==================== neuron_state_reader
--- config.mk ---
export PLATFORM = sky130hd
export DESIGN_NAME = neuron_state_reader
export DESIGN_NICKNAME = d
export VERILOG_FILES = /design/src/rtl/neuron_pkg.sv /design/src/rtl/neuron_state_reader_sat_narrow.sv /design/src/rtl/neuron_state_reader.sv
export SDC_FILE = /design/constraint.sdc
export NUM_CORES = 1
export LEC_CHECK = 0
export ABC_AREA = 1
export ABC_CLOCK_PERIOD_IN_PS = 10400
export CELL_PAD_IN_SITES_DETAIL_PLACEMENT = 1
export CELL_PAD_IN_SITES_GLOBAL_PLACEMENT = 1
export CORE_ASPECT_RATIO = 1.4
export CORE_MARGIN = 1.5
export CORE_UTILIZATION = 34
export CTS_CLUSTER_SIZE = 28
export DETAILED_ROUTE_END_ITERATION = 8
export PLACE_DENSITY_LB_ADDON = 0.1
export SYNTH_ARGS = -nofsm -noshare
export SYNTH_HDL_FRONTEND = slang
export SYNTH_SLANG_ARGS = --single-unit
--- constraint.sdc ---
create_clock -name clk -period 10.4 [get_ports clk]
set_clock_uncertainty 0.15 [all_clocks]
set_input_delay 2.08 -clock clk [delete_from_list [all_inputs] [get_ports clk]]
set_output_delay 2.08 -clock clk [all_outputs]
set_load 0.02 [all_outputs]
--- src/rtl/neuron_pkg.sv ---
// Shared definitions for the neuron state read path.
//   NEURON_DATA_W : width of one signed neuron state register
//   rd_state_e    : reader sequencer states (IDLE, SEND)
//   sat_max/min   : signed range limits of an out_w-bit two's-complement value,
//                   used to build the saturation bounds of sat_narrow
package neuron_pkg;

  localparam int NEURON_DATA_W = 21;

  typedef enum logic {
    IDLE = 1'b0,
    SEND = 1'b1
  } rd_state_e;

  function automatic int sat_max(input int out_w);
    return (1 << (out_w - 1)) - 1;
  endfunction

  function automatic int sat_min(input int out_w);
    return -(1 << (out_w - 1));
  endfunction

endpackage

--- src/rtl/neuron_state_reader_sat_narrow.sv ---
// sat_narrow: purely combinational signed saturation from DATA_W to OUT_W bits.
// Ports:
//   in_i   [DATA_W] signed input value
//   out_o  [OUT_W]  signed value clamped to [-(2**(OUT_W-1)), 2**(OUT_W-1)-1]
//   clip_o          high when in_i was outside that range
module sat_narrow
  import neuron_pkg::*;
#(
  parameter int DATA_W = NEURON_DATA_W,
  parameter int OUT_W  = 16
) (
  input  logic signed [DATA_W-1:0] in_i,
  output logic signed [OUT_W-1:0]  out_o,
  output logic                     clip_o
);

  localparam logic signed [DATA_W-1:0] MAX_V = DATA_W'(sat_max(OUT_W));
  localparam logic signed [DATA_W-1:0] MIN_V = DATA_W'(sat_min(OUT_W));

  function automatic logic signed [OUT_W-1:0] saturate(input logic signed [DATA_W-1:0] v);
    if (v > MAX_V)      return OUT_W'(MAX_V);
    else if (v < MIN_V) return OUT_W'(MIN_V);
    else                return OUT_W'(v);
  endfunction

  function automatic logic clipped(input logic signed [DATA_W-1:0] v);
    return (v > MAX_V) || (v < MIN_V);
  endfunction

  assign out_o  = saturate(in_i);
  assign clip_o = clipped(in_i);

endmodule

--- src/rtl/neuron_state_reader.sv ---
// neuron_state_reader: snapshot all N neuron state registers on start, then
// stream them out one element per valid/ready handshake, tagged with index.
// The register bank is only read, never written.
// Optional build macro READ_SAT_EN: out_data narrows to OUT_W with signed
// saturation and a sat_flag output is added. Without it values pass bit-exact.
// Ports:
//   clk, rst      clock, synchronous active-high reset
//   start         snapshot-and-stream request, honoured only when idle
//   reg_bus       flattened register outputs, element i at [i*DATA_W +: DATA_W]
//   out_valid     out_data/out_idx/out_last valid
//   out_ready     consumer accept
//   out_data      signed element value (OUT_W wide under READ_SAT_EN)
//   sat_flag      element was clipped (READ_SAT_EN only)
//   out_idx       element index 0..N-1
//   out_last      high with element N-1
//   busy          stream in progress
//   done          one-cycle pulse after the final handshake
module neuron_state_reader
  import neuron_pkg::*;
#(
  parameter int N      = 8,
  parameter int DATA_W = NEURON_DATA_W,
  parameter int IDX_W  = 8,
  parameter int OUT_W  = 16
) (
  input  logic                     clk,
  input  logic                     rst,
  input  logic                     start,
  input  logic [N*DATA_W-1:0]      reg_bus,
  output logic                     out_valid,
  input  logic                     out_ready,
`ifdef READ_SAT_EN
  output logic signed [OUT_W-1:0]  out_data,
  output logic                     sat_flag,
`else
  output logic signed [DATA_W-1:0] out_data,
`endif
  output logic [IDX_W-1:0]         out_idx,
  output logic                     out_last,
  output logic                     busy,
  output logic                     done
);

  // Elaboration-time sanity on the configuration.
  if (N < 1 || N > 2**IDX_W) begin : g_bad_idx_w
    $error("neuron_state_reader: N must be in 1..2**IDX_W");
  end
  if (OUT_W < 2 || OUT_W > DATA_W) begin : g_bad_out_w
    $error("neuron_state_reader: OUT_W must be in 2..DATA_W");
  end

  localparam logic [IDX_W-1:0] LAST_IDX = IDX_W'(N - 1);

  rd_state_e             state_q, state_d;
  logic [IDX_W-1:0]      idx_q, idx_d;
  logic                  done_q, done_d;
  logic                  snap_load;
  logic [N*DATA_W-1:0]   snap_q;
  logic signed [DATA_W-1:0] elem;

  // Control registers.
  always_ff @(posedge clk) begin
    if (rst) begin
      state_q <= IDLE;
      idx_q   <= '0;
      done_q  <= 1'b0;
    end else begin
      state_q <= state_d;
      idx_q   <= idx_d;
      done_q  <= done_d;
    end
  end

  // Snapshot data register: loaded only on an accepted start, no reset needed.
  always_ff @(posedge clk) begin
    if (snap_load) begin
      snap_q <= reg_bus;
    end
  end

  always_comb begin
    state_d   = state_q;
    idx_d     = idx_q;
    done_d    = 1'b0;
    snap_load = 1'b0;
    case (state_q)
      IDLE: begin
        if (start) begin
          state_d   = SEND;
          idx_d     = '0;
          snap_load = 1'b1;
        end
      end
      SEND: begin
        if (out_ready) begin
          if (idx_q == LAST_IDX) begin
            state_d = IDLE;
            done_d  = 1'b1;
          end else begin
            idx_d = idx_q + 1'b1;
          end
        end
      end
      default: state_d = IDLE;
    endcase
  end

  // Select the current element from the frozen snapshot.
  always_comb begin
    elem = '0;
    for (int i = 0; i < N; i++) begin
      if (idx_q == IDX_W'(i)) begin
        elem = snap_q[i*DATA_W +: DATA_W];
      end
    end
  end

  assign out_valid = (state_q == SEND);
  assign busy      = out_valid;
  // idx_q parks at N-1 after a stream; outputs are forced to zero when idle.
  assign out_idx   = out_valid ? idx_q : '0;
  assign out_last  = out_valid && (idx_q == LAST_IDX);
  assign done      = done_q;

`ifdef READ_SAT_EN
  logic signed [OUT_W-1:0] sat_data;
  logic                    sat_clip;

  sat_narrow #(
    .DATA_W (DATA_W),
    .OUT_W  (OUT_W)
  ) u_sat_narrow (
    .in_i   (elem),
    .out_o  (sat_data),
    .clip_o (sat_clip)
  );

  assign out_data = out_valid ? sat_data : '0;
  assign sat_flag = out_valid & sat_clip;
`else
  assign out_data = out_valid ? elem : '0;
`endif

endmodule
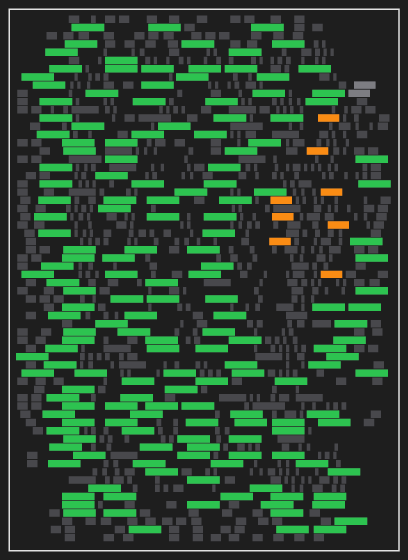
Figure 1: neuron_state_reader, sequential cells grouped by signal name.
Other sequential cells in the stronger gray, the rest of the logic in the fainter gray.
| color | name in the netlist | placed flops |
|---|---|---|
| orange | idx_q | 8 |
| green | snap_q | 168 |
not colored: 2

## power breakdown
part	switching [mW]	leakage [nW]	internal, mW
sequential	0.0148	1.68	0.830
combinational	0.0895	1.84	0.0897
clock	0.265	0.289	0.398
## flip-flops by register name, indices dropped and copies added, names as in the netlist
| name | flops |
|---|---|
| snap_q | 168 |
| idx_q | 8 |
| busy | 1 |
| done | 1 |
## area by class of cell
class,instances,area [sq um]
Antenna cell,6,15.01
Clock buffer,19,432.9
Clock inverter,13,166.4
Fill cell,2339,11330
Inverter,36,135.1
Multi-Input combinational cell,394,1922
Sequential cell,178,5245
Tap cell,297,371.6
Timing Repair Buffer,210,2087
==> results.yml <==
# yosys + openroad results
status:
  outcome: "complete, no violations"
synth:
  postSynthAreaPerCell_sq_um: 11.67
  syn-instance-count: 641
  muxShareOfSynthArea_pct: 0
  synth-async-reset-ratio_pct: 0
  synthAoiAreaFrac_pct: 5.987
placement:
  placed_cells_incl_taps: 1115
floorplanning:
  dieWidth_microns: 128.4
  floorplan.initialDensity_pct: 34.48
  fp.dieArea_sq_um: 22920
  io-pin-count: 205
worst_setup_path:
  cp_cell_sequence: "inv_2 > nand2_2 > nor2_4 > nand3_4 > inv_1 > nand2_1 > nand2_1 > nand2_1 > nand3_1 > a21oi_1 > nor2_1 > clkdlybuf4s50_1"
sta:
  headroom_to_the_max_slew_limit_pct: 13.37
  final-max-slew-violation-count: 0
grt:
  antenna_found_initial: 6
detailed_routing:
  detail_route.drc_violations: 0
clock_tree:
  numClockSinks: 178
  cts_setup_buffers: 0

==================== mips_regfile
[config.mk]
export PLATFORM = sky130hd
export DESIGN_NAME = mips_regfile
export DESIGN_NICKNAME = d
export VERILOG_FILES = /design/src/rtl/mips_regfile.sv
export SDC_FILE = /design/constraint.sdc
export NUM_CORES = 2
export LEC_CHECK = 0
export CORE_MARGIN = 4
export CORE_UTILIZATION = 54
export DETAILED_ROUTE_END_ITERATION = 12
export PLACE_DENSITY = 0.73
export SYNTH_ARGS = -nofsm -noshare
export SYNTH_HDL_FRONTEND = slang
export SYNTH_SLANG_ARGS = --single-unit
export TNS_END_PERCENT = 1
[constraint.sdc]
create_clock -name clk -period 5.1 [get_ports clk]
set_input_delay 1.275 -clock clk [delete_from_list [all_inputs] [get_ports clk]]
set_output_delay 1.275 -clock clk [all_outputs]
set_load 0.005 [all_outputs]
[src/rtl/mips_regfile.sv]
// 32x32 MIPS register file: registered rs/rt reads with a request/valid handshake, $zero hardwired.
// Optional write-to-read forwarding at a same-edge collision when REGFILE_BYPASS_EN is defined.
module mips_regfile #(
    parameter int DATA_W = 32,
    parameter int ADDR_W = 5
) (
    input  logic              clk,
    input  logic              reset_n,
    input  logic              rd_req,
    input  logic [ADDR_W-1:0] rs_addr,
    input  logic [ADDR_W-1:0] rt_addr,
    output logic [DATA_W-1:0] rs_data,
    output logic [DATA_W-1:0] rt_data,
    output logic              rd_valid,
    input  logic              wr_en,
    input  logic [ADDR_W-1:0] wr_addr,
    input  logic [DATA_W-1:0] wr_data,
    output logic              wr_busy,
    output logic [7:0]        rd_count
);

    localparam int NREGS = 1 << ADDR_W;

    // Handshake: rd_req sampled at an edge loads rs_data/rt_data at that same
    // edge and rd_valid is high for the following cycle; no backpressure.
    typedef enum logic {
        IDLE  = 1'b0,
        VALID = 1'b1
    } rd_state_t;

    rd_state_t         state;
    logic [DATA_W-1:0] regs [NREGS];
    logic [DATA_W-1:0] rs_next;
    logic [DATA_W-1:0] rt_next;
    logic              wr_live;

    assign wr_live = wr_en && (wr_addr != '0);

    always_comb begin
        rs_next = (rs_addr == '0) ? '0 : regs[rs_addr];
        rt_next = (rt_addr == '0) ? '0 : regs[rt_addr];
`ifdef REGFILE_BYPASS_EN
        if (wr_live && (wr_addr == rs_addr)) rs_next = wr_data;
        if (wr_live && (wr_addr == rt_addr)) rt_next = wr_data;
`endif
    end

    // regs[0] is never written, so it stays at its reset value of zero.
    always_ff @(posedge clk) begin
        if (!reset_n) begin
            for (int i = 0; i < NREGS; i++) regs[i] <= '0;
        end else if (wr_live) begin
            regs[wr_addr] <= wr_data;
        end
    end

    always_ff @(posedge clk) begin
        if (!reset_n) begin
            wr_busy <= 1'b0;
        end else begin
            wr_busy <= wr_en;
        end
    end

    always_ff @(posedge clk) begin
        if (!reset_n) begin
            state    <= IDLE;
            rd_valid <= 1'b0;
            rs_data  <= '0;
            rt_data  <= '0;
            rd_count <= '0;
        end else begin
            case (state)
                IDLE: begin
                    if (rd_req) begin
                        state    <= VALID;
                        rd_valid <= 1'b1;
                    end
                end
                VALID: begin
                    if (!rd_req) begin
                        state    <= IDLE;
                        rd_valid <= 1'b0;
                    end
                end
                default: begin
                    state    <= IDLE;
                    rd_valid <= 1'b0;
                end
            endcase
            if (rd_req) begin
                rs_data  <= rs_next;
                rt_data  <= rt_next;
                rd_count <= rd_count + 8'd1;
            end
        end
    end

endmodule

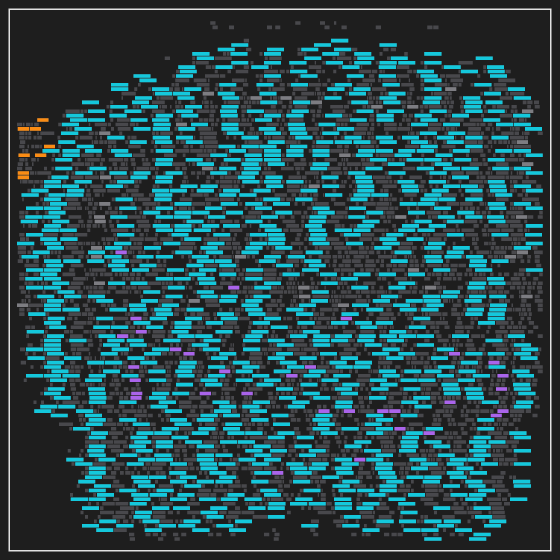
Figure 2: mips_regfile, sequential cells grouped by signal name.
Other sequential cells in the stronger gray, the rest of the logic in the fainter gray.
| color | name in the netlist | placed flops |
|---|---|---|
| orange | rd_count | 8 |
| purple | rs_data | 32 |
| cyan | regs | 1024 |
not colored: 35
Register Area: 32250 sq um
register share of the cell area: 50.24%

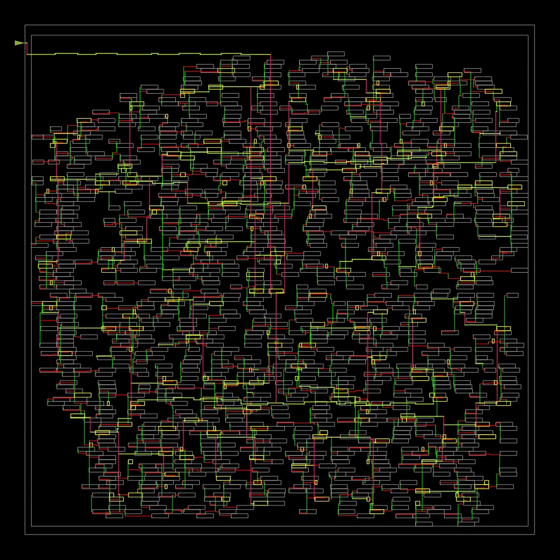
Figure 3: mips_regfile, the clock network.
registers: 1099
power attributed to the clock group: 8.58 mW
sinks on the clock net: 1099
clock buffers created by TritonCTS: 114
count of clock-net buffers in the final layout: 134

==> results.yml <==
# yosys + openroad results
status:
  outcome: "complete, no violations"
floorplanning:
  io-pin-count: 125
  dieWidth_microns: 333.1
  placement_rows: 118
detailed_routing:
  met3WireLength_mm: 23.88
  routed_via_density: 6.896
  wl_met2_mm: 85.34
job:
  timing.max_cap.violations: 0
worst_setup_path:
  path_class: "input pin to flip-flop"
  launching_element_of_the_worst_setup_path: "rs_addr[0]"
  r2r_cells: 4
grt:
  antenna_found_initial: 7
  grt_use_met1_pct: 45.32
  grt_pass1_vias: 37960
clock_tree:
  buffer_depth_of_the_longest_clock_path: 3
  clock_pin_slew_on_the_worst_setup_and_hold_paths_ps: 60
  holdBufCountCts: 0
  cts.htree.levels: 3
  cts-root-buf: "clkbuf_16"
power:
  power.share.sequential_pct: 49.1
  power.share.switching_pct: 25.24
  clockPowerShare_pct: 39.4
sta:
  period_minus_slack_ps: 3669
  headroom_to_the_max_slew_limit_pct: 12.91
  final_min_period_over_clock_period_pct: 71.94
  worst_slew_pin_slew_ps: 1302
  fin_hold_ws_ps: 471.8
synth:
  synth.logic.top_family: "multiplexers"
  netlist_top_cells_area: "edfxtp_1 54%, mux4_2 13%, and2_1 11%"
  synth_top_cell_by_area: "edfxtp_1"
  synth_cell_types: 50
final_layout:
  final_common_cell: "edfxtp_1"
hold_path:
  worst_hold_end: "rd_valid$_SDFFE_PN0P_"
placement:
  dp_slack_ps: 777.6
  routabilityCongestion: 0.9319
## area by class of cell
cell class,count,area (sq um)
fillers,7740,40040
flip-flops and latches,1099,32250
multi-input cells,2589,23740
clock buffers,134,2968
repair buffers,276,2609
well taps,1380,1727
clock inverters,83,840.8
inverters,10,37.54
diodes,7,17.52
## flip-flops by register name (all words and copies together) (netlist names)
signal	count
state	1
rs_data	32
rd_count	8
rd_valid	1
rt_data	32
wr_busy	1
regs	1024
## worst max-delay path, stage by stage
cell,delay [ps]
buf_8,550
buf_12,280
nor2b_4,700
buf_4,430
nand2_1,90
a32oi_1,580
o221ai_1,240


==> notes/layouts.md <==
Pictures saved along the way, in no particular order.

M1 wires.
Supply wires on this layer in gray.
panel A
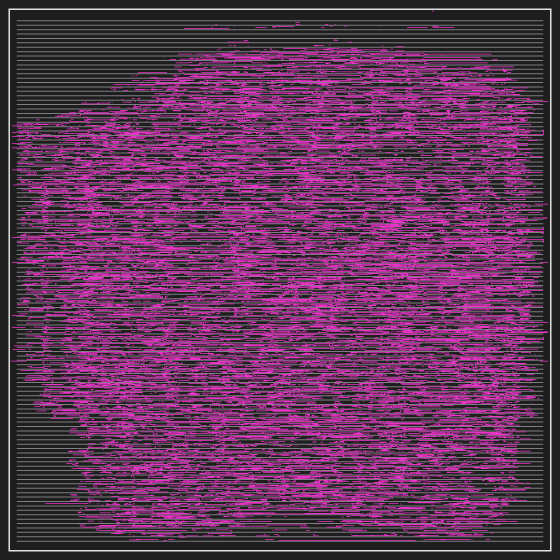
panel B
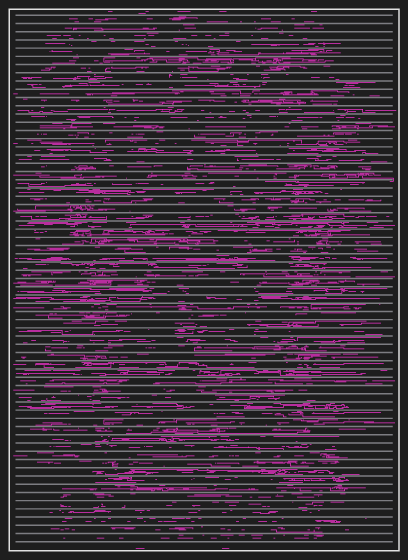
panel A: mips_regfile
panel B: neuron_state_reader

Key to panel B:
main direction: horizontal
share of all routed wire: 36%

Power is estimated from default activity; no workload was simulated.
